######## design 1 ########
Design 1, cells coloured by class:
The bar under the picture is 50 um long.
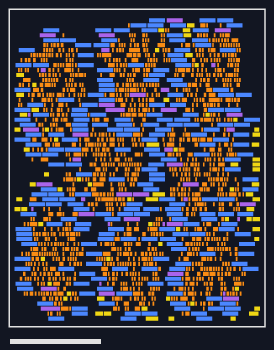

==> src/rtl/btn_debounce.sv <==
// Push-button conditioner: 2-flop sync, per-bit stability counter, press/release pulses, toggle.
// Latency sync + STABLE_CYCLES edges from pin capture to level change; free-running, no backpressure.
module btn_debounce #(
  parameter int WIDTH         = 8,
  parameter int STABLE_CYCLES = 1250000,
  parameter int CNT_W         = $clog2(STABLE_CYCLES + 1)
) (
  input  logic             clk,
  input  logic             rst_n,
  input  logic [WIDTH-1:0] btn,
  output logic [WIDTH-1:0] btn_level,
  output logic [WIDTH-1:0] btn_press,
  output logic [WIDTH-1:0] btn_release,
  output logic [WIDTH-1:0] btn_toggle
);

  generate
    if (STABLE_CYCLES < 2) begin : g_bad_stable_cycles
      $error("btn_debounce: STABLE_CYCLES must be 2 or more");
    end
  endgenerate

  localparam logic [CNT_W-1:0] CNT_LAST = CNT_W'(STABLE_CYCLES - 1);

  logic [WIDTH-1:0]            sync1_q, sync2_q;
  logic [WIDTH-1:0]            level_q, level_d;
  logic [WIDTH-1:0]            press_q, press_d;
  logic [WIDTH-1:0]            release_q, release_d;
  logic [WIDTH-1:0]            toggle_q, toggle_d;
  logic [WIDTH-1:0][CNT_W-1:0] cnt_q, cnt_d;

  // Pure flop-to-flop synchroniser; nothing may sit between the two stages.
  always_ff @(posedge clk or negedge rst_n) begin
    if (!rst_n) begin
      sync1_q <= '0;
      sync2_q <= '0;
    end else begin
      sync1_q <= btn;
      sync2_q <= sync1_q;
    end
  end

  always_comb begin
    cnt_d     = cnt_q;
    level_d   = level_q;
    press_d   = '0;
    release_d = '0;
    toggle_d  = toggle_q;
    for (int i = 0; i < WIDTH; i++) begin
      if (sync2_q[i] == level_q[i]) begin
        // Any bounce back to the accepted level restarts the full interval.
        cnt_d[i] = '0;
      end else if (cnt_q[i] == CNT_LAST) begin
        cnt_d[i]     = '0;
        level_d[i]   = sync2_q[i];
        press_d[i]   = sync2_q[i];
        release_d[i] = ~sync2_q[i];
        if (sync2_q[i]) begin
          toggle_d[i] = ~toggle_q[i];
        end
      end else begin
        cnt_d[i] = cnt_q[i] + CNT_W'(1);
      end
    end
  end

  always_ff @(posedge clk or negedge rst_n) begin
    if (!rst_n) begin
      cnt_q     <= '0;
      level_q   <= '0;
      press_q   <= '0;
      release_q <= '0;
      toggle_q  <= '0;
    end else begin
      cnt_q     <= cnt_d;
      level_q   <= level_d;
      press_q   <= press_d;
      release_q <= release_d;
      toggle_q  <= toggle_d;
    end
  end

  assign btn_level   = level_q;
  assign btn_press   = press_q;
  assign btn_release = release_q;
  assign btn_toggle  = toggle_q;

endmodule
==> config.mk <==
export PLATFORM = sky130hd
export DESIGN_NAME = btn_debounce
export DESIGN_NICKNAME = d
export VERILOG_FILES = /design/src/rtl/btn_debounce.sv
export SDC_FILE = /design/constraint.sdc
export NUM_CORES = 1
export LEC_CHECK = 0
export ABC_AREA = 1
export ABC_CLOCK_PERIOD_IN_PS = 1550
export CAP_MARGIN = 10
export CORE_ASPECT_RATIO = 1.25
export CORE_MARGIN = 2
export CORE_UTILIZATION = 51
export DETAILED_ROUTE_END_ITERATION = 16
export PLACE_DENSITY = 0.68
export SKIP_LAST_GASP = 1
export SLEW_MARGIN = 15
export SYNTH_ARGS = -nofsm -noshare
export SYNTH_HDL_FRONTEND = slang
export SYNTH_SLANG_ARGS = --single-unit
export TNS_END_PERCENT = 30
==> constraint.sdc <==
create_clock -name clk -period 1.55 [get_ports clk]
set_input_delay 0.31 -clock clk [delete_from_list [all_inputs] [get_ports clk]]
set_output_delay 0.31 -clock clk [all_outputs]
set_load 0.01 [all_outputs]
######## design 2 ########
<file path="config.mk">
export PLATFORM = sky130hd
export DESIGN_NAME = router_fsm
export DESIGN_NICKNAME = d
export VERILOG_FILES = /design/src/rtl/router_fsm.sv
export SDC_FILE = /design/constraint.sdc
export NUM_CORES = 1
export LEC_CHECK = 0
export CAP_MARGIN = 30
export CORE_AREA = 2 2 39 41
export DETAILED_ROUTE_END_ITERATION = 10
export DIE_AREA = 0 0 41 43
export MAX_ROUTING_LAYER = met4
export PLACE_DENSITY = 0.73
export SYNTH_ARGS = -nofsm -noshare
export SYNTH_HDL_FRONTEND = slang
export SYNTH_SLANG_ARGS = --single-unit
</file>
<file path="constraint.sdc">
create_clock -name clock -period 2.7 [get_ports clock]
set_input_delay 0.405 -clock clock [delete_from_list [all_inputs] [get_ports clock]]
set_output_delay 0.405 -clock clock [all_outputs]
set_load 0.02 [all_outputs]
</file>
<file path="src/rtl/router_fsm.sv">
// ---------------------------------------------------------------------------
// router_fsm
//
// Control FSM of a three-port packet router. It decodes the destination
// address from the header byte, waits for the chosen output FIFO to drain
// if needed, and steers the FIFO write enable through the header, payload
// and parity bytes. It also stalls the packet source while a FIFO is full
// and restarts cleanly on a per-FIFO soft reset.
//
// Ports
//   clock          in   rising-edge clock for all state
//   resetn         in   synchronous active-low reset
//   pkt_valid      in   a header/payload byte is presented upstream
//   data_in[1:0]   in   destination address (header bits [1:0])
//   parity_done    in   parity byte captured downstream
//   low_pkt_valid  in   pkt_valid fell while a FIFO was full
//   fifo_full      in   full flag of the selected FIFO
//   fifo_empty_0/1/2  in  empty flags of FIFOs 0..2
//   soft_reset_0/1/2  in  per-FIFO soft-reset pulses
//   busy           out  stall request to the packet source
//   detect_add, lfd_state, ld_state, full_state, laf_state, rst_int_reg
//                  out  state decodes
//   write_enb_reg  out  FIFO write enable
// ---------------------------------------------------------------------------
module router_fsm (
   input  logic       clock,
   input  logic       resetn,
   input  logic       pkt_valid,
   input  logic [1:0] data_in,
   input  logic       parity_done,
   input  logic       low_pkt_valid,
   input  logic       fifo_full,
   input  logic       fifo_empty_0,
   input  logic       fifo_empty_1,
   input  logic       fifo_empty_2,
   input  logic       soft_reset_0,
   input  logic       soft_reset_1,
   input  logic       soft_reset_2,
   output logic       busy,
   output logic       detect_add,
   output logic       lfd_state,
   output logic       ld_state,
   output logic       full_state,
   output logic       laf_state,
   output logic       rst_int_reg,
   output logic       write_enb_reg
);

   typedef enum logic [2:0] {
      DECODE_ADDRESS     = 3'd0,
      LOAD_FIRST_DATA    = 3'd1,
      LOAD_DATA          = 3'd2,
      FIFO_FULL_STATE    = 3'd3,
      LOAD_AFTER_FULL    = 3'd4,
      LOAD_PARITY        = 3'd5,
      CHECK_PARITY_ERROR = 3'd6,
      WAIT_TILL_EMPTY    = 3'd7
   } state_t;

   state_t     state_q;
   state_t     state_d;
   logic [1:0] addr_q;
   logic [1:0] addr_d;

   // Address 3 is not a real port; a zero in slot 3 keeps the lookup in
   // range and makes that address never look empty.
   logic [3:0] empty_vec;
   logic [2:0] soft_reset_vec;
   logic [2:0] soft_hit;
   logic [1:0] addr_sel;
   logic       sel_empty;
   logic       soft_reset_sel;
   logic       addr_valid;

   assign empty_vec      = {1'b0, fifo_empty_2, fifo_empty_1, fifo_empty_0};
   assign soft_reset_vec = {soft_reset_2, soft_reset_1, soft_reset_0};

   // Only the soft reset of the port currently latched in addr_q matters.
   genvar gi;
   generate
      for (gi = 0; gi < 3; gi++) begin : g_soft_hit
         assign soft_hit[gi] = soft_reset_vec[gi] && (addr_q == 2'(gi));
      end
   endgenerate

   assign soft_reset_sel = |soft_hit;

   // While decoding, the header has not been latched yet, so the empty flag
   // must be looked up with the live address bits.
   assign addr_sel   = (state_q == DECODE_ADDRESS) ? data_in : addr_q;
   assign sel_empty  = empty_vec[addr_sel];
   assign addr_valid = (data_in != 2'd3);

   // ------------------------------------------------------------------
   // State and address registers
   // ------------------------------------------------------------------
   always_ff @(posedge clock) begin
      if (!resetn) begin
         state_q <= DECODE_ADDRESS;
         addr_q  <= 2'd0;
      end else begin
         state_q <= state_d;
         addr_q  <= addr_d;
      end
   end

   // ------------------------------------------------------------------
   // Next-state logic
   // ------------------------------------------------------------------
   always_comb begin
      state_d = state_q;
      addr_d  = addr_q;

      unique case (state_q)
         DECODE_ADDRESS: begin
            // A dropped header (address 3) leaves addr_q untouched so the
            // previous port's soft-reset selection stays meaningful.
            if (pkt_valid && addr_valid) begin
               addr_d  = data_in;
               state_d = sel_empty ? LOAD_FIRST_DATA : WAIT_TILL_EMPTY;
            end
         end
         WAIT_TILL_EMPTY: begin
            if (sel_empty) begin
               state_d = LOAD_FIRST_DATA;
            end
         end
         LOAD_FIRST_DATA: begin
            state_d = LOAD_DATA;
         end
         LOAD_DATA: begin
            if (fifo_full) begin
               state_d = FIFO_FULL_STATE;
            end else if (!pkt_valid) begin
               state_d = LOAD_PARITY;
            end
         end
         FIFO_FULL_STATE: begin
            if (!fifo_full) begin
               state_d = LOAD_AFTER_FULL;
            end
         end
         LOAD_AFTER_FULL: begin
            if (parity_done) begin
               state_d = DECODE_ADDRESS;
            end else if (low_pkt_valid) begin
               state_d = LOAD_PARITY;
            end else begin
               state_d = LOAD_DATA;
            end
         end
         LOAD_PARITY: begin
            state_d = CHECK_PARITY_ERROR;
         end
         CHECK_PARITY_ERROR: begin
            state_d = fifo_full ? FIFO_FULL_STATE : DECODE_ADDRESS;
         end
         default: begin
            state_d = DECODE_ADDRESS;
         end
      endcase

      // Soft reset of the active port aborts the packet from any state.
      if ((state_q != DECODE_ADDRESS) && soft_reset_sel) begin
         state_d = DECODE_ADDRESS;
      end
   end

   // ------------------------------------------------------------------
   // Moore output decodes
   // ------------------------------------------------------------------
   always_comb begin
      detect_add    = 1'b0;
      lfd_state     = 1'b0;
      ld_state      = 1'b0;
      full_state    = 1'b0;
      laf_state     = 1'b0;
      rst_int_reg   = 1'b0;
      write_enb_reg = 1'b0;
      busy          = 1'b1;

      unique case (state_q)
         DECODE_ADDRESS: begin
            detect_add = 1'b1;
            busy       = 1'b0;
         end
         LOAD_FIRST_DATA: begin
            lfd_state = 1'b1;
         end
         LOAD_DATA: begin
            ld_state      = 1'b1;
            write_enb_reg = 1'b1;
            busy          = 1'b0;
         end
         FIFO_FULL_STATE: begin
            full_state = 1'b1;
         end
         LOAD_AFTER_FULL: begin
            laf_state     = 1'b1;
            write_enb_reg = 1'b1;
         end
         LOAD_PARITY: begin
            write_enb_reg = 1'b1;
         end
         CHECK_PARITY_ERROR: begin
            rst_int_reg = 1'b1;
         end
         WAIT_TILL_EMPTY: begin
            busy = 1'b1;
         end
         default: begin
            busy = 1'b1;
         end
      endcase
   end

endmodule

</file>
Design 2, M2 wires:
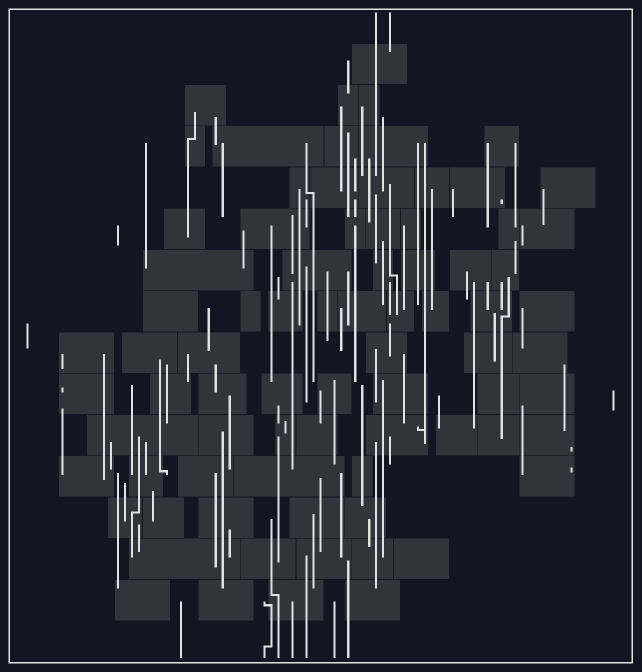
longest straight run: 19.7 um
main direction: vertical
share of all routed wire: 45%
nets with wire on the layer: 83
wire length on this layer: 477 um

==> notes.md, design 2 <==
The initial antenna violation count is 0. The tools report the endpoint kind of the worst setup timing path as an output pin. STA on the placed design reports a worst setup slack of 0.829 ns.

With the met2 capacity usage during global routing at 0.184, the logic depth of the worst setup path including buffers is 3. Summed over all nets, the switching power comes to 0.318 mW. The logic share of the area is 0.485. Among the non-sequential cells, simple AND/OR/NAND/NOR gates take the most area.

The arrival time reported for the critical path endpoint is 1.71 ns, and the proportion of final cell area spent on non-clock buffers is 0.297. The final antenna diode tally reported by the flow is 0. In the per-layer breakdown of the detailed-route log, met1 shows 498 um.

The run finished with clean final reports. Length of routed met2 wiring: 477 um. The mux contribution to synthesized area was 0.106; the half-perimeter wire length after placement was 828 um. Proportion of total power due to net switching: 0.446.

The tools report the source of the worst register-to-register timing path as state_q[0]. The worst min-delay path class is reg2reg. The cell class ranked first by area was combinational gates.

Per STA, the worst path is made up of nand2_1 > inv_1 > clkdlybuf4s50_1. The die covers 1760 um2. After layout, the clock buffer instance count stands at 4. The async set-or-reset flop fraction in the synthesized netlist came out at 0.

Sequential cells consume a total of 0.174 mW. The termination of the worst setup path was ld_state. Residual DRC count: 0. The first global-routing pass estimated 1630 um of wire.
-- design 2: cell usage in the layout (no fill, tap or decap), drive strengths merged, types with 2 or more instances in the layout --
master / instances
nand2: 4
clkbuf: 4
nand3b: 4
nor3b: 3
o21ai: 2
clkdlybuf4s50: 21
nand2b: 3
nor2: 5
a211oi: 3
o21a: 2
nor2b: 3
mux2i: 5
dfxtp: 5
inv: 2
Design 1, placement view:
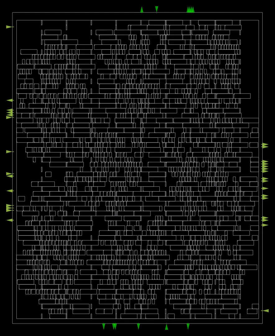
core region area: 22400 um2
FF+latch count: 216

Notes on 'cells coloured by class' of design 1 above:
| colour | class | cells | share of their area |
|---|---|---|---|
| orange | remaining logic cells | 1312 | 47% |
| yellow | remaining buffers and delay cells | 70 | 5.6% |
| purple | clock drivers and dummy loads | 41 | 5.8% |
| blue | registers | 216 | 41% |

==> notes.md, design 1 <==
The run finished, with violations left. The final reports fail on negative setup slack. TritonCTS built the clock tree. The tools report the wire length reported by the detailed router as 25100 um. The tools report the final instance area as 13500 um2. For the finished layout, the period the worst path requires is 1.56 ns. The initial detailed-routing violation count is 440, and the mux contribution to synthesized area is 0. The run gives 0.407 for the logic share of the area.

In this run, distinct cell masters in the synthesized netlist total 28. The signed area change from the synthesized netlist to the final layout was 16.0%; the total of endpoints with negative setup slack in the final report was 1. After clock tree synthesis, the repair step resized 11 gates. Worst voltage drop across the vdd grid: 773 uV. The logs give 0.0269 for the met3 demand-to-capacity share in global routing and 5500 um2 for the logic area. The critical path goes through dlygate4sd2_1. With the number of diodes added for antenna fixing at 0, the number of max-slew violations in the final report is 0.

The minimum setup slack in the final design is -0.0109 ns. The flip-flop count of the largest register, all copies and words added came out at 168. The top power consumer group was sequential cells.
design 1: final timing paths:
kind / startpoint / endpoint / slack, ns
max: btn_level[4] / btn_level[4] / -0.01
min: btn[4] / sync1_q[4] / 0.24
max reg2reg: cnt_q[84] / cnt_q[96] / 0.05
min reg2reg: sync1_q[2] / sync2_q[2] / 0.34
max in group asynchronous: rst_n / sync2_q[0] / 0.71
min in group asynchronous: rst_n / sync2_q[1] / 0.28

######## design 3 ########
Design 3, cells coloured by class:
The bar under the picture is 20 um long.
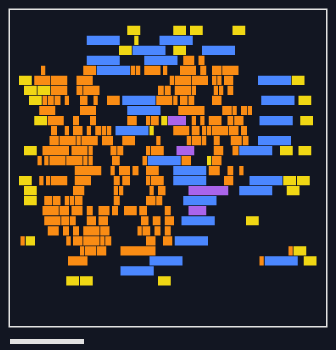

### src/rtl/vending_multi_if.sv
// Coin acceptor / selection / dispenser signal bundle for vending_multi.
// The master drives the requests; the slave (controller) drives the pulses back.
interface vending_multi_if #(
  parameter int CREDIT_W = 8
);
  logic                coin_10;
  logic                coin_50;
  logic                coin_100;
  logic                sel_valid;
  logic [1:0]          sel;
  logic                cancel;
  logic                item;
  logic [1:0]          item_id;
  logic [CREDIT_W-1:0] change;
  logic                change_valid;
  logic                coin_reject;
  logic                sel_nack;
  logic [CREDIT_W-1:0] credit;
  logic                busy;

  modport master (
    output coin_10, coin_50, coin_100, sel_valid, sel, cancel,
    input  item, item_id, change, change_valid, coin_reject, sel_nack, credit, busy
  );

  modport slave (
    input  coin_10, coin_50, coin_100, sel_valid, sel, cancel,
    output item, item_id, change, change_valid, coin_reject, sel_nack, credit, busy
  );
endinterface

### src/rtl/vending_multi.sv
// Multi-item vending controller: capped coin credit, four priced items,
// change on vend and full refund on cancel. All outputs are registered.
module vending_multi #(
  parameter int CREDIT_W   = 8,
  parameter int MAX_CREDIT = 200,
  parameter int PRICE0     = 120,
  parameter int PRICE1     = 150,
  parameter int PRICE2     = 60,
  parameter int PRICE3     = 100
) (
  input  logic             clk,
  input  logic             rst,
  vending_multi_if.slave   bus
);

  typedef enum logic [1:0] {IDLE, HOLD, VEND} state_t;

  localparam logic [CREDIT_W:0] MAX_SUM = (CREDIT_W+1)'(MAX_CREDIT);

  function automatic logic [CREDIT_W-1:0] price_of(input logic [1:0] s);
    case (s)
      2'd0:    return CREDIT_W'(PRICE0);
      2'd1:    return CREDIT_W'(PRICE1);
      2'd2:    return CREDIT_W'(PRICE2);
      default: return CREDIT_W'(PRICE3);
    endcase
  endfunction

  state_t              state_q;
  logic [CREDIT_W-1:0] credit_q;
  logic [1:0]          sel_q;
  logic                item_q;
  logic [1:0]          item_id_q;
  logic [CREDIT_W-1:0] change_q;
  logic                change_valid_q;
  logic                coin_reject_q;
  logic                sel_nack_q;
  logic                busy_q;

  logic [CREDIT_W:0]   coin_val;
  logic [CREDIT_W:0]   sum_d;
  logic [1:0]          coin_cnt;
  logic                coin_any;
  logic                coin_illegal;

  // NOTE: every variable gets a default before the ifs, otherwise a latch is inferred.
  always_comb begin
    coin_val = '0;
    if (bus.coin_10)  coin_val = (CREDIT_W+1)'(10);
    if (bus.coin_50)  coin_val = (CREDIT_W+1)'(50);
    if (bus.coin_100) coin_val = (CREDIT_W+1)'(100);
    coin_cnt     = 2'(bus.coin_10) + 2'(bus.coin_50) + 2'(bus.coin_100);
    coin_any     = (coin_cnt != 2'd0);
    coin_illegal = coin_any && (coin_cnt > 2'd1 || bus.sel_valid || bus.cancel);
    // One bit wider than credit so the cap compare cannot wrap.
    sum_d        = {1'b0, credit_q} + coin_val;
  end

  // NOTE: sequential state uses non-blocking assignments so all registers update together.
  always_ff @(posedge clk or posedge rst) begin
    if (rst) begin
      state_q        <= IDLE;
      credit_q       <= '0;
      sel_q          <= '0;
      item_q         <= 1'b0;
      item_id_q      <= '0;
      change_q       <= '0;
      change_valid_q <= 1'b0;
      coin_reject_q  <= 1'b0;
      sel_nack_q     <= 1'b0;
      busy_q         <= 1'b0;
    end else begin
      item_q         <= 1'b0;
      item_id_q      <= '0;
      change_q       <= '0;
      change_valid_q <= 1'b0;
      coin_reject_q  <= 1'b0;
      sel_nack_q     <= 1'b0;
      busy_q         <= 1'b0;

      if (state_q == VEND) begin
        // Requests are ignored here; any coin is handed straight back.
        item_q         <= 1'b1;
        item_id_q      <= sel_q;
        change_q       <= credit_q - price_of(sel_q);
        change_valid_q <= 1'b1;
        coin_reject_q  <= coin_any;
        credit_q       <= '0;
        state_q        <= IDLE;
      end else begin
        if (coin_illegal) coin_reject_q <= 1'b1;

        if (bus.cancel) begin
          if (credit_q != '0) begin
            change_q       <= credit_q;
            change_valid_q <= 1'b1;
          end
          credit_q <= '0;
          state_q  <= IDLE;
        end else if (bus.sel_valid) begin
          if (credit_q >= price_of(bus.sel)) begin
            sel_q   <= bus.sel;
            busy_q  <= 1'b1;
            state_q <= VEND;
          end else begin
            sel_nack_q <= 1'b1;
          end
        end else if (coin_any && !coin_illegal) begin
          if (sum_d <= MAX_SUM) begin
            credit_q <= sum_d[CREDIT_W-1:0];
            state_q  <= (sum_d != '0) ? HOLD : IDLE;
          end else begin
            coin_reject_q <= 1'b1;
          end
        end
      end
    end
  end

  assign bus.item         = item_q;
  assign bus.item_id      = item_id_q;
  assign bus.change       = change_q;
  assign bus.change_valid = change_valid_q;
  assign bus.coin_reject  = coin_reject_q;
  assign bus.sel_nack     = sel_nack_q;
  assign bus.credit       = credit_q;
  assign bus.busy         = busy_q;

endmodule
### src/flat_wrapper.sv
// flat-port wrapper written by rule: the top's interface ports become plain ports
module vending_multi_flat 
#(
  parameter int CREDIT_W   = 8,
  parameter int MAX_CREDIT = 200,
  parameter int PRICE0     = 120,
  parameter int PRICE1     = 150,
  parameter int PRICE2     = 60,
  parameter int PRICE3     = 100
)
  (clk, rst, bus_coin_10, bus_coin_50, bus_coin_100, bus_sel_valid, bus_sel, bus_cancel, bus_item, bus_item_id, bus_change, bus_change_valid, bus_coin_reject, bus_sel_nack, bus_credit, bus_busy);
  vending_multi_if #(.CREDIT_W(CREDIT_W)) bus_i ();
  input  logic clk;
  input  logic rst;
  input wire logic [$bits(bus_i.coin_10)-1:0] bus_coin_10;
  input wire logic [$bits(bus_i.coin_50)-1:0] bus_coin_50;
  input wire logic [$bits(bus_i.coin_100)-1:0] bus_coin_100;
  input wire logic [$bits(bus_i.sel_valid)-1:0] bus_sel_valid;
  input wire logic [$bits(bus_i.sel)-1:0] bus_sel;
  input wire logic [$bits(bus_i.cancel)-1:0] bus_cancel;
  output wire logic [$bits(bus_i.item)-1:0] bus_item;
  output wire logic [$bits(bus_i.item_id)-1:0] bus_item_id;
  output wire logic [$bits(bus_i.change)-1:0] bus_change;
  output wire logic [$bits(bus_i.change_valid)-1:0] bus_change_valid;
  output wire logic [$bits(bus_i.coin_reject)-1:0] bus_coin_reject;
  output wire logic [$bits(bus_i.sel_nack)-1:0] bus_sel_nack;
  output wire logic [$bits(bus_i.credit)-1:0] bus_credit;
  output wire logic [$bits(bus_i.busy)-1:0] bus_busy;
  assign bus_i.coin_10 = bus_coin_10;
  assign bus_i.coin_50 = bus_coin_50;
  assign bus_i.coin_100 = bus_coin_100;
  assign bus_i.sel_valid = bus_sel_valid;
  assign bus_i.sel = bus_sel;
  assign bus_i.cancel = bus_cancel;
  assign bus_item = bus_i.item;
  assign bus_item_id = bus_i.item_id;
  assign bus_change = bus_i.change;
  assign bus_change_valid = bus_i.change_valid;
  assign bus_coin_reject = bus_i.coin_reject;
  assign bus_sel_nack = bus_i.sel_nack;
  assign bus_credit = bus_i.credit;
  assign bus_busy = bus_i.busy;
  vending_multi #(.CREDIT_W(CREDIT_W), .MAX_CREDIT(MAX_CREDIT), .PRICE0(PRICE0), .PRICE1(PRICE1), .PRICE2(PRICE2), .PRICE3(PRICE3)) u_core (.clk(clk), .rst(rst), .bus(bus_i));
endmodule
### config.mk
export PLATFORM = sky130hd
export DESIGN_NAME = vending_multi_flat
export DESIGN_NICKNAME = d
export VERILOG_FILES = /design/src/rtl/vending_multi_if.sv /design/src/rtl/vending_multi.sv /design/src/flat_wrapper.sv
export SDC_FILE = /design/constraint.sdc
export NUM_CORES = 1
export LEC_CHECK = 0
export CAP_MARGIN = 20
export CORE_MARGIN = 2
export CORE_UTILIZATION = 29
export CTS_CLUSTER_SIZE = 24
export DETAILED_ROUTE_END_ITERATION = 16
export GPL_TIMING_DRIVEN = 0
export SLEW_MARGIN = 20
export SYNTH_ARGS = -nofsm -noshare
export SYNTH_HDL_FRONTEND = slang
export SYNTH_SLANG_ARGS = --single-unit
### constraint.sdc
create_clock -name clk -period 4.3 [get_ports clk]
set_input_delay 0.86 -clock clk [delete_from_list [all_inputs] [get_ports clk]]
set_output_delay 0.86 -clock clk [all_outputs]
set_load 0.005 [all_outputs]
######## design 4 ########
`src/rtl/prim_mubi_pkg.sv`:
```
// prim_mubi_pkg: multi-bit boolean encodings shared across the ROM controller
package prim_mubi_pkg;
  typedef enum logic [3:0] {
    MuBi4True  = 4'h6,
    MuBi4False = 4'h9
  } mubi4_t;
endpackage

```
`src/rtl/rom_ctrl_chk_pkg.sv`:
```
// rom_ctrl_chk_pkg: sparse FSM encoding and alert-cause indices for the checker reader
package rom_ctrl_chk_pkg;
  localparam int StateWidth = 5;
  typedef enum logic [StateWidth-1:0] {
    Idle       = 5'b01101,
    Reading    = 5'b10011,
    WaitDigest = 5'b00110,
    Done       = 5'b11000,
    Invalid    = 5'b10101
  } state_e;
  localparam int AlertDoneEarly = 0;
  localparam int AlertAddr      = 1;
  localparam int AlertOverflow  = 2;
  localparam int AlertState     = 3;
  localparam int NumAlertCauses = 4;
endpackage

```
`src/rtl/prim_fifo_sync.sv`:
```
// prim_fifo_sync: synchronous valid/ready FIFO with optional empty pass-through
module prim_fifo_sync #(
  parameter int Width = 16,
  parameter bit Pass  = 1'b1,
  parameter int Depth = 4,
  localparam int PW   = (Depth > 1) ? $clog2(Depth) : 1,
  localparam int CW   = $clog2(Depth + 1)
) (
  input  logic             clk_i,
  input  logic             rst_ni,
  input  logic             clr_i,
  input  logic             wvalid_i,
  output logic             wready_o,
  input  logic [Width-1:0] wdata_i,
  output logic             rvalid_o,
  input  logic             rready_i,
  output logic [Width-1:0] rdata_o,
  output logic [CW-1:0]    depth_o
);
  logic [Width-1:0] mem [Depth];
  logic [PW-1:0] wptr, rptr;
  logic [CW-1:0] cnt;
  logic empty, full, push, pop;
  assign empty    = cnt == '0;
  assign full     = cnt == CW'(Depth);
  assign wready_o = ~full;
  assign rvalid_o = ~empty | (Pass & wvalid_i);
  assign rdata_o  = (Pass && empty) ? wdata_i : mem[rptr];
  assign push     = wvalid_i & ~full & ~(Pass & empty & rready_i);
  assign pop      = rready_i & ~empty;
  assign depth_o  = cnt;
  always_ff @(posedge clk_i or negedge rst_ni)
    if (!rst_ni) begin
      wptr <= '0;
      rptr <= '0;
      cnt  <= '0;
      for (int i = 0; i < Depth; i++) mem[i] <= '0;
    end else if (clr_i) begin
      wptr <= '0;
      rptr <= '0;
      cnt  <= '0;
    end else begin
      if (push) begin
        mem[wptr] <= wdata_i;
        wptr      <= (wptr == PW'(Depth - 1)) ? '0 : wptr + 1'b1;
      end
      if (pop) rptr <= (rptr == PW'(Depth - 1)) ? '0 : rptr + 1'b1;
      cnt <= cnt + CW'(push) - CW'(pop);
    end
endmodule

```
`src/rtl/prim_sparse_fsm_flop.sv`:
```
// prim_sparse_fsm_flop: state register for sparsely encoded FSMs
module prim_sparse_fsm_flop #(
  parameter int               Width      = 1,
  parameter logic [Width-1:0] ResetValue = '0
) (
  input  logic             clk_i,
  input  logic             rst_ni,
  input  logic [Width-1:0] state_i,
  output logic [Width-1:0] state_o
);
  logic [Width-1:0] state_q;
  always_ff @(posedge clk_i or negedge rst_ni)
    if (!rst_ni) state_q <= ResetValue;
    else state_q <= state_i;
  assign state_o = state_q;
endmodule

```
`src/rtl/rom_ctrl_chk_reader.sv`:
```
// rom_ctrl_chk_reader: sweeps the ROM through the checker port into the digest stream
module rom_ctrl_chk_reader
  import rom_ctrl_chk_pkg::*;
  import prim_mubi_pkg::*;
#(
  parameter int AW       = 8,
  parameter int DW       = 39,
  parameter int RomDepth = 256
) (
  input  logic          clk_i,
  input  logic          rst_ni,
  input  logic          start_i,
  output logic [AW-1:0] chk_addr_o,
  output logic          chk_req_o,
  input  logic [DW-1:0] chk_rdata_i,
  output logic          data_valid_o,
  output logic [DW-1:0] data_o,
  output logic          data_last_o,
  input  logic          data_ready_i,
  input  logic          digest_done_i,
  output mubi4_t        sel_bus_o,
  output logic          alert_o
);
  localparam logic [AW:0] DepthW   = (AW + 1)'(RomDepth);
  localparam logic [AW:0] LastAddr = (AW + 1)'(RomDepth - 1);
  logic [StateWidth-1:0] state_d, state_q;
  logic [AW:0] addr_d, addr_q;
  logic req_q, last_q, alert_q, fifo_wready, fifo_rvalid, pop, hs_last, credit_ok;
  logic [NumAlertCauses-1:0] cause;
  logic [1:0] fifo_depth;
  logic [DW:0] fifo_rdata;
  mubi4_t sel_d, sel_q;
  assign pop       = fifo_rvalid & data_ready_i;
  assign hs_last   = pop & fifo_rdata[DW];
  assign credit_ok = ({1'b0, fifo_depth} + {2'b0, req_q}) < (3'd2 + {2'b0, pop});
  always_comb begin
    state_d   = state_q;
    addr_d    = addr_q;
    sel_d     = sel_q;
    chk_req_o = 1'b0;
    cause     = '0;
    case (state_q)
      Idle: begin
        cause[AlertDoneEarly] = digest_done_i;
        if (start_i) begin
          state_d = Reading;
          addr_d  = '0;
        end
      end
      Reading: begin
        cause[AlertDoneEarly] = digest_done_i;
        cause[AlertAddr]      = addr_q > DepthW;
        chk_req_o             = (addr_q < DepthW) && credit_ok;
        addr_d                = addr_q + (AW + 1)'(chk_req_o);
        if (hs_last) state_d = WaitDigest;
      end
      WaitDigest: if (digest_done_i) begin
        state_d = Done;
        sel_d   = MuBi4True;
      end
      Done: ;
      default: cause[AlertState] = 1'b1;
    endcase
    cause[AlertOverflow] = req_q & ~fifo_wready;
    // any fault freezes the sweep and the bus grant where they stand
    if (|cause) begin
      state_d   = Invalid;
      addr_d    = addr_q;
      sel_d     = sel_q;
      chk_req_o = 1'b0;
    end
  end
  prim_sparse_fsm_flop #(
    .Width      (StateWidth),
    .ResetValue (Idle)
  ) u_state_regs (
    .clk_i   (clk_i),
    .rst_ni  (rst_ni),
    .state_i (state_d),
    .state_o (state_q)
  );
  always_ff @(posedge clk_i or negedge rst_ni)
    if (!rst_ni) begin
      addr_q  <= '0;
      req_q   <= 1'b0;
      last_q  <= 1'b0;
      sel_q   <= MuBi4False;
      alert_q <= 1'b0;
    end else begin
      addr_q  <= addr_d;
      req_q   <= chk_req_o;
      last_q  <= chk_req_o && (addr_q == LastAddr);
      sel_q   <= sel_d;
      alert_q <= alert_q | (|cause);
    end
  prim_fifo_sync #(
    .Width (DW + 1),
    .Pass  (1'b0),
    .Depth (2)
  ) u_fifo (
    .clk_i    (clk_i),
    .rst_ni   (rst_ni),
    .clr_i    (1'b0),
    .wvalid_i (req_q),
    .wready_o (fifo_wready),
    .wdata_i  ({last_q, chk_rdata_i}),
    .rvalid_o (fifo_rvalid),
    .rready_i (data_ready_i),
    .rdata_o  (fifo_rdata),
    .depth_o  (fifo_depth)
  );
  assign chk_addr_o   = addr_q[AW-1:0];
  assign data_valid_o = fifo_rvalid;
  assign data_o       = fifo_rdata[DW-1:0];
  assign data_last_o  = fifo_rvalid & fifo_rdata[DW];
  assign sel_bus_o    = sel_q;
  assign alert_o      = alert_q;
endmodule

```
`config.mk`:
```
export PLATFORM = sky130hd
export DESIGN_NAME = rom_ctrl_chk_reader
export DESIGN_NICKNAME = d
export VERILOG_FILES = /design/src/rtl/prim_mubi_pkg.sv /design/src/rtl/rom_ctrl_chk_pkg.sv /design/src/rtl/prim_fifo_sync.sv /design/src/rtl/prim_sparse_fsm_flop.sv /design/src/rtl/rom_ctrl_chk_reader.sv
export SDC_FILE = /design/constraint.sdc
export NUM_CORES = 1
export LEC_CHECK = 0
export CAP_MARGIN = 20
export CORE_MARGIN = 1.5
export CORE_UTILIZATION = 30
export DETAILED_ROUTE_END_ITERATION = 10
export SLEW_MARGIN = 5
export SYNTH_ARGS = -nofsm -noshare
export SYNTH_HDL_FRONTEND = slang
export SYNTH_SLANG_ARGS = --single-unit
```
`constraint.sdc`:
```
create_clock -name clk_i -period 2.5 [get_ports clk_i]
set_input_delay 0.75 -clock clk_i [delete_from_list [all_inputs] [get_ports clk_i]]
set_output_delay 0.75 -clock clk_i [all_outputs]
set_load 0.02 [all_outputs]
```

## Gallery

Placement view.
image #1
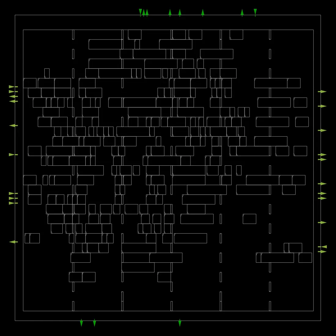
image #2
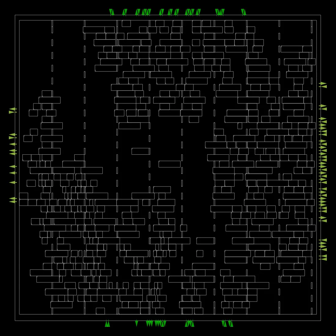
Image #1 comes from design 3.
Image #2 comes from design 4.
The one with the most sequential cells is image #2.
The one with the most cells is image #2.

Design 3, M2 wires:
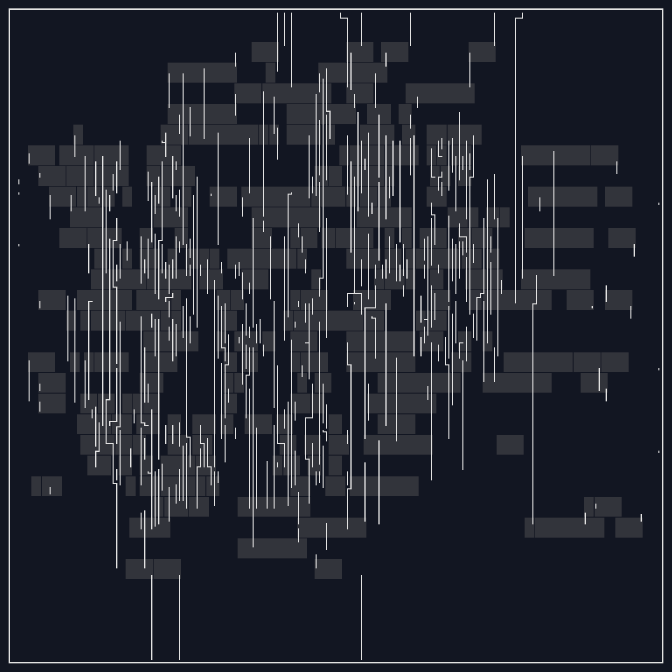
nets with wire on the layer: 210
wire length on this layer: 2070 um
longest straight run: 37.4 um
main direction: vertical
share of all routed wire: 48%

Design 3, routed clock nets over the placement:
The bar under the picture is 20 um long.
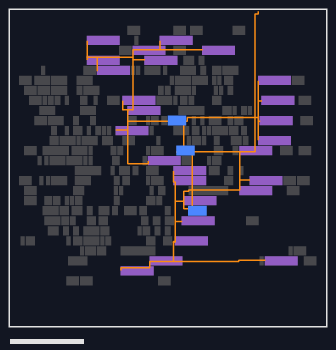
[purple] flip-flops | count: 26
[orange] clock wires | length: 348 um
[blue] clock-net drivers | count: 3
routed clock nets: 4

About 'cells coloured by class' of design 3:
| colour | class | cells | share of their area |
|---|---|---|---|
| orange | remaining logic cells | 178 | 55% |
| purple | clock drivers and dummy loads | 4 | 3.1% |
| blue | registers | 26 | 28% |
| yellow | remaining buffers and delay cells | 34 | 14% |

==> notes.md, design 3 <==
The register area share after synthesis is 0.336. The proportion of cell area spent on the clock network is 0.0297. After synthesis, the most frequently instantiated cells are 26 x sky130_fd_sc_hd__dfrtp_1, 25 x sky130_fd_sc_hd__ha_1, 18 x sky130_fd_sc_hd__inv_1, 18 x sky130_fd_sc_hd__nand2_1, 15 x sky130_fd_sc_hd__nor2_1. The run finished with clean final reports. The synthesized design spends more area on one cell type than any other, namely sky130_fd_sc_hd__dfrtp_1.

The final timing report gives a worst setup slack of 0.795 ns. The H-tree depth was 1; the final antenna-violating net count was 0. The slowest stage of the critical path belongs to the cell sky130_fd_sc_hd__clkdlybuf4s50_1. In the final layout, flip-flops and latches occupy 651 um2. Die height: 85.8 um. The critical path contains buffers and inverters numbering 2 combined. Across the placement rows, the number of tap cells is 77. Among all flip-flop cells after synthesis, the most frequent one is sky130_fd_sc_hd__dfrtp_1. The proportion of final cell area spent on non-clock buffers works out to 0.131. The worst hold path belongs to the class reg2reg.

The final critical delay including setup and external delays came out at 3.51 ns. The horizontal die dimension was 85.8 um; the yosys-reported design area after synthesis was 1940 um2. The run gives 0.27 ns for the source-to-sink clock delay at the later pin of the worst-skew pair.

The share of post-route cells with drive strength above 1 was 0.0620. The number of cells on the worst reg-to-reg path is 8. The via density per instance works out to 4.92. The tools report the initial antenna violation count as 0.

The area of the die came out at 7350 um2. The main area contributors are sky130_fd_sc_hd__dfrtp_1 34%, sky130_fd_sc_hd__ha_1 16%, sky130_fd_sc_hd__inv_1 3.5%, sky130_fd_sc_hd__nand2_1 3.5%, sky130_fd_sc_hd__fa_1 3.1%. The run gives 120 um as the total length of routed met3 wires.

0 antenna diodes ended up in the layout.
==> design 3: flip-flops by register name, summed over array words and instances (netlist names), 2 cells and up <==
register / flops
u_core.bus.change: 8
u_core.bus.item_id: 2
u_core.bus.credit: 7
u_core.sel_q: 2
u_core.state_q: 2
==> design 3: per-stage QoR <==
step,area (um2),util
after global placement,2330,0.363
after floorplan,1940,-
after detailed placement,2330,0.363
after CTS,2400,0.374
final,2400,0.374
after global routing,2400,0.374
==> design 3: where the power goes <==
group | internal, mW | switching (mW)
registers | 0.255 | 0.00994
clock network | 0.125 | 0.0771
logic | 0.0715 | 0.0869
total | 0.451 | 0.174
Design 4, M2 wires:
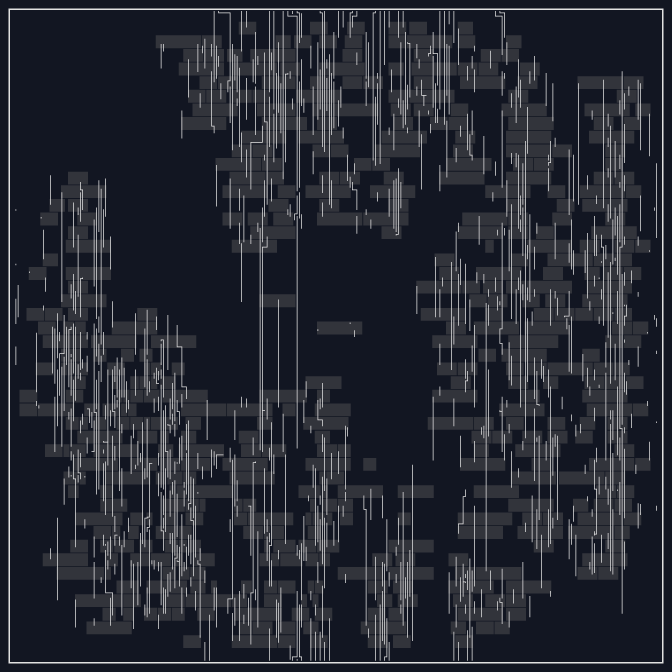
wire length on this layer: 5420 um
main direction: vertical

==> notes.md, design 4 <==
The register with the most flip-flops in the layout has 80 of them. The worst register-to-register path has a setup slack of 0.29 ns. The run gives 1 as the total of endpoints with negative setup slack in the final report. The worst min-delay path class is in2async. The logic depth of the worst register-to-register path works out to 12. The checks that failed: negative setup slack. For the number of nets in the finished design, the log shows 530. TritonCTS built the clock tree.

The register area share after synthesis was 0.533. For reference, the top logic cell family by area is multiplexers. The final routed wire length divided by cell count came out at 15.8 um.

The logs give -0.0746 ns for the minimum setup slack in the final design and 1.82 ns for the arrival time reported for the critical path endpoint. The proportion of cell area spent on the clock network was 0.0458; the total negative setup slack was -0.0746 ns. The run gives 0.421 for the share of post-route cells with drive strength above 1.

The tools report the number of global-route vias before repair as 3559. The number of warnings reported in the stage logs is 28. The run finished, with violations left.

The worst setup path is captured at an output pin. The run gives 99 for the number of top-level design ports.
-- design 4: power groups by stage --
stage               sequential, mW  combinational [mW]  clock [mW]
finish                        1.76                1.55        1.45
global route                  1.77                1.68        1.58
CTS                           1.77                1.52        1.51
detailed placement            1.80                1.54           0
global placement              1.79                1.53           0
floorplan                     1.79               0.811           0
-- design 4: timing repair --
action,4_1_cts,5_1_grt
endpoints found under the setup margin,42,43
pin swaps,1,4
gates resized,66,15
setup buffers,1,2
cloned,1,0

######## design 5 ########
--- config.mk ---
export PLATFORM = sky130hd
export DESIGN_NAME = posterize_pipe
export DESIGN_NICKNAME = d
export VERILOG_FILES = /design/src/rtl/posterize_pipe.sv
export SDC_FILE = /design/constraint.sdc
export NUM_CORES = 1
export LEC_CHECK = 0
export ABC_AREA = 1
export CORE_MARGIN = 3
export CORE_UTILIZATION = 51
export DETAILED_ROUTE_END_ITERATION = 6
export PLACE_DENSITY_LB_ADDON = 0.3
export SLEW_MARGIN = 25
export SYNTH_ARGS = -nofsm -noshare
export SYNTH_HDL_FRONTEND = slang
export SYNTH_SLANG_ARGS = --single-unit
--- constraint.sdc ---
create_clock -name clk -period 5.5 [get_ports clk]
set_input_delay 0.825 -clock clk [delete_from_list [all_inputs] [get_ports clk]]
set_output_delay 0.825 -clock clk [all_outputs]
set_load 0.01 [all_outputs]
--- src/rtl/posterize_pipe.sv ---
// Two-stage posterize filter for packed {R,G,B} pixels: S1 clamps the kept-bit
// count and adds a 2x2 ordered-dither offset, S2 keeps the top bits and replicates them.
module posterize_pipe #(
  parameter int R_W      = 5,
  parameter int G_W      = 6,
  parameter int B_W      = 5,
  parameter int DEF_BITS = 2
) (
  input  logic                         clk,
  input  logic                         reset,
  input  logic                         filter_en,
  input  logic [2:0]                   cfg_bits,
  input  logic                         cfg_dither,
  input  logic                         s_valid,
  output logic                         s_ready,
  input  logic [R_W+G_W+B_W-1:0]       s_data,
  input  logic                         s_sof,
  input  logic [9:0]                   x_local,
  input  logic [9:0]                   y_local,
  output logic                         m_valid,
  input  logic                         m_ready,
  output logic [R_W+G_W+B_W-1:0]       m_data,
  output logic                         m_sof
);

  localparam int PIX_W = R_W + G_W + B_W;

  logic             sh_en;
  logic [2:0]       sh_k;
  logic             sh_dith;
  logic             eff_en;
  logic [2:0]       eff_k;
  logic             eff_dith;
  logic [1:0]       bayer;
  logic             adv1;
  logic             adv2;
  logic             accept;
  logic             s1_valid;
  logic             s1_sof;
  logic             s1_en;
  logic [PIX_W-1:0] s2_next;
  logic             unused_coord;

  assign unused_coord = ^{x_local[9:1], y_local[9:1]};

  assign adv2    = !m_valid || m_ready;
  assign adv1    = !s1_valid || adv2;
  assign s_ready = adv1;
  assign accept  = s_valid && s_ready;

  // A start-of-frame beat already runs with the configuration it is latching.
  assign eff_en   = s_sof ? filter_en  : sh_en;
  assign eff_k    = s_sof ? cfg_bits   : sh_k;
  assign eff_dith = s_sof ? cfg_dither : sh_dith;

  // Bayer matrix [[0,2],[3,1]] indexed [row][column].
  always_comb begin
    bayer = 2'd0;
    case ({y_local[0], x_local[0]})
      2'b00:   bayer = 2'd0;
      2'b01:   bayer = 2'd2;
      2'b10:   bayer = 2'd3;
      default: bayer = 2'd1;
    endcase
  end

  // NOTE: sequential state uses non-blocking assignments so every register
  // samples pre-edge values regardless of block evaluation order.
  always_ff @(posedge clk or negedge reset) begin
    if (!reset) begin
      sh_en   <= 1'b1;
      sh_k    <= 3'(DEF_BITS);
      sh_dith <= 1'b0;
    end else if (accept && s_sof) begin
      sh_en   <= filter_en;
      sh_k    <= cfg_bits;
      sh_dith <= cfg_dither;
    end
  end

  always_ff @(posedge clk or negedge reset) begin
    if (!reset) begin
      s1_valid <= 1'b0;
      s1_sof   <= 1'b0;
      s1_en    <= 1'b0;
    end else if (adv1) begin
      s1_valid <= accept;
      if (accept) begin
        s1_sof <= s_sof;
        s1_en  <= eff_en;
      end
    end
  end

  for (genvar ch = 0; ch < 3; ch++) begin : g_ch
    localparam int W   = (ch == 0) ? R_W : (ch == 1) ? G_W : B_W;
    localparam int W1  = W + 1;
    localparam int LSB = (ch == 0) ? (G_W + B_W) : (ch == 1) ? B_W : 0;

    logic [W-1:0] c_in;
    logic [W-1:0] sat;
    logic [W:0]   off;
    logic [W:0]   sum;
    logic [2:0]   kc;
    logic [W-1:0] s1_val;
    logic [2:0]   s1_kc;
    logic [W-1:0] rep;

    assign c_in = s_data[LSB +: W];

    always_comb begin
      kc = eff_k;
      if (eff_k == 3'd0)
        kc = 3'd1;
      else if (int'(eff_k) > W)
        kc = 3'(W);
    end

    // Offset scales the Bayer value to just below the first dropped bit.
    always_comb begin
      int d;
      d   = W - int'(kc);
      off = '0;
      if (eff_dith) begin
        if (d >= 2)
          off = W1'(bayer) << (d - 2);
        else if (d == 1)
          off = W1'(bayer >> 1);
      end
      sum = {1'b0, c_in} + off;
      sat = sum[W] ? '1 : sum[W-1:0];
    end

    // NOTE: datapath registers are reset too, so m_data reads zero out of
    // reset and no stale pixel can leak into the first post-reset beat.
    always_ff @(posedge clk or negedge reset) begin
      if (!reset) begin
        s1_val <= '0;
        s1_kc  <= 3'd1;
      end else if (adv1 && accept) begin
        s1_val <= eff_en ? sat : c_in;
        s1_kc  <= kc;
      end
    end

    // Replicate the top kc bits downward from the MSB, wrapping every kc bits.
    always_comb begin
      int j;
      rep = '0;
      j   = W - 1;
      for (int i = W - 1; i >= 0; i--) begin
        rep[i] = s1_val[j];
        if (j <= W - int'(s1_kc))
          j = W - 1;
        else
          j = j - 1;
      end
    end

    assign s2_next[LSB +: W] = s1_en ? rep : s1_val;
  end

  always_ff @(posedge clk or negedge reset) begin
    if (!reset) begin
      m_valid <= 1'b0;
      m_sof   <= 1'b0;
      m_data  <= '0;
    end else if (adv2) begin
      m_valid <= s1_valid;
      if (s1_valid) begin
        m_sof  <= s1_sof;
        m_data <= s2_next;
      end
    end
  end

endmodule

Design 5, routed clock nets over the placement:
The bar under the picture is 20 um long.
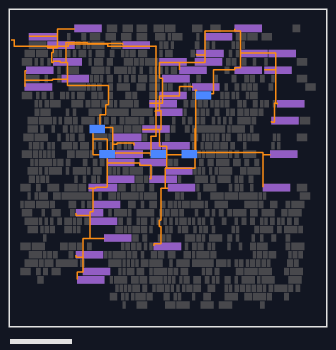
[purple] flip-flops | count: 47
[orange] clock wires | length: 660 um
[blue] clock-net drivers | count: 5
routed clock nets: 6

Design 5, logic cells by family:
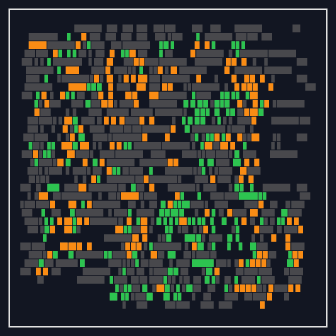
| colour | family | cells | most used |
|---|---|---|---|
| orange | aoi and oai cells | 166 | a21oi_1 |
| green | nand cells | 186 | nand2_1 |

==> notes.md <==
Cell internal power was estimated by the tool at 1.57 mW. Clock sink count: 47. Looking at the group totals, the largest power group turns out to be combinational cells. In the hold report, the worst path ends at m_data[4]. The cell class ranked first by area is combinational gates.

The arrival time reported for the critical path endpoint was 5.49 ns; the die height was 103 um. The run gives 0 as the hold violation count in the final report. The end of the worst register-to-register path is m_data[5]. The proportion of total power due to net switching works out to 0.497. Arithmetic-cell share of the synthesized area counting full adders, half adders and majority gates: 0.186.

The initial antenna violation count came out at 0. The run finished with clean final reports. The biggest area contributor in the post-synthesis netlist is sky130_fd_sc_hd__dfrtp_1. Area of the die: 10500 um2. The clock-net power is 0.268 mW.

The remaining global-route overflow is 0. The total length of routed met3 wires is 386 um, and the maximum clock rate is 190 MHz. For reference, the most critical setup path is categorized as reg2reg. The run gives 4718 for the via count. The synthesized instance count is 662. The combinational gate count is 511. The fill cell total of the finished layout was 823. The final report lists the setup-violating endpoint count as 0. The number of nets in the finished design came out at 844. Nets still carrying antenna violations after routing amount to 0. Number of flip-flops and latches: 47. Per the CTS log, the root buffer master is sky130_fd_sc_hd__clkbuf_8.
==> critical path: cells and delay by family (launching register included) <==
kind                       cells  cell delay, ns
DFF                            1            0.60
AOI/OAI and AO/OA              5            0.67
xor gates and xnor gates       1            0.16
and+or+nand+nor               22            2.19
buffers and inverters          6            0.52
adders and majority gates      4            1.05
==> through the flow <==
step / power [mW] / hold slack [ns] / area [um2]
final: 3.12 / 0.494 / 5650
after global routing: 3.47 / 0.513 / 5650
after CTS: 3.07 / 0.500 / 5590
after detailed placement: 2.79 / 0.476 / 5470
after global placement: 2.69 / 0.467 / 5470
after floorplan: 2.12 / 0.453 / 4770


==> screenshots <==
Cells coloured by class.
(a)
The bar under the picture is 50 um long.
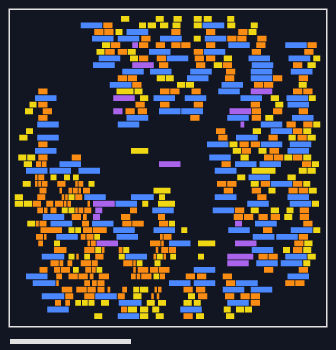
(b)
The bar under the picture is 10 um long.
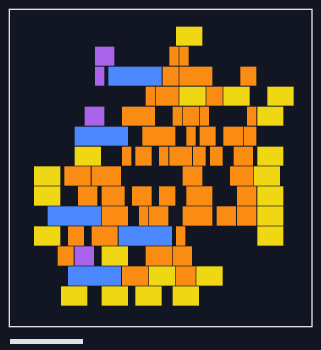
(c)
The bar under the picture is 20 um long.
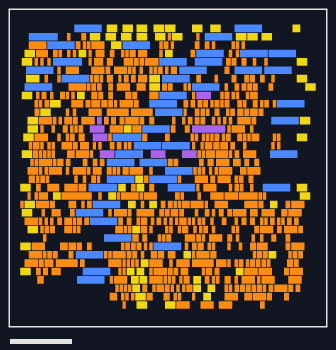
- design 5 = (c)
- design 4 = (a)
- design 2 = (b)
Of these, lowest utilization: (a)

Power figures rest on the tool's default switching activity, not on a simulated workload.
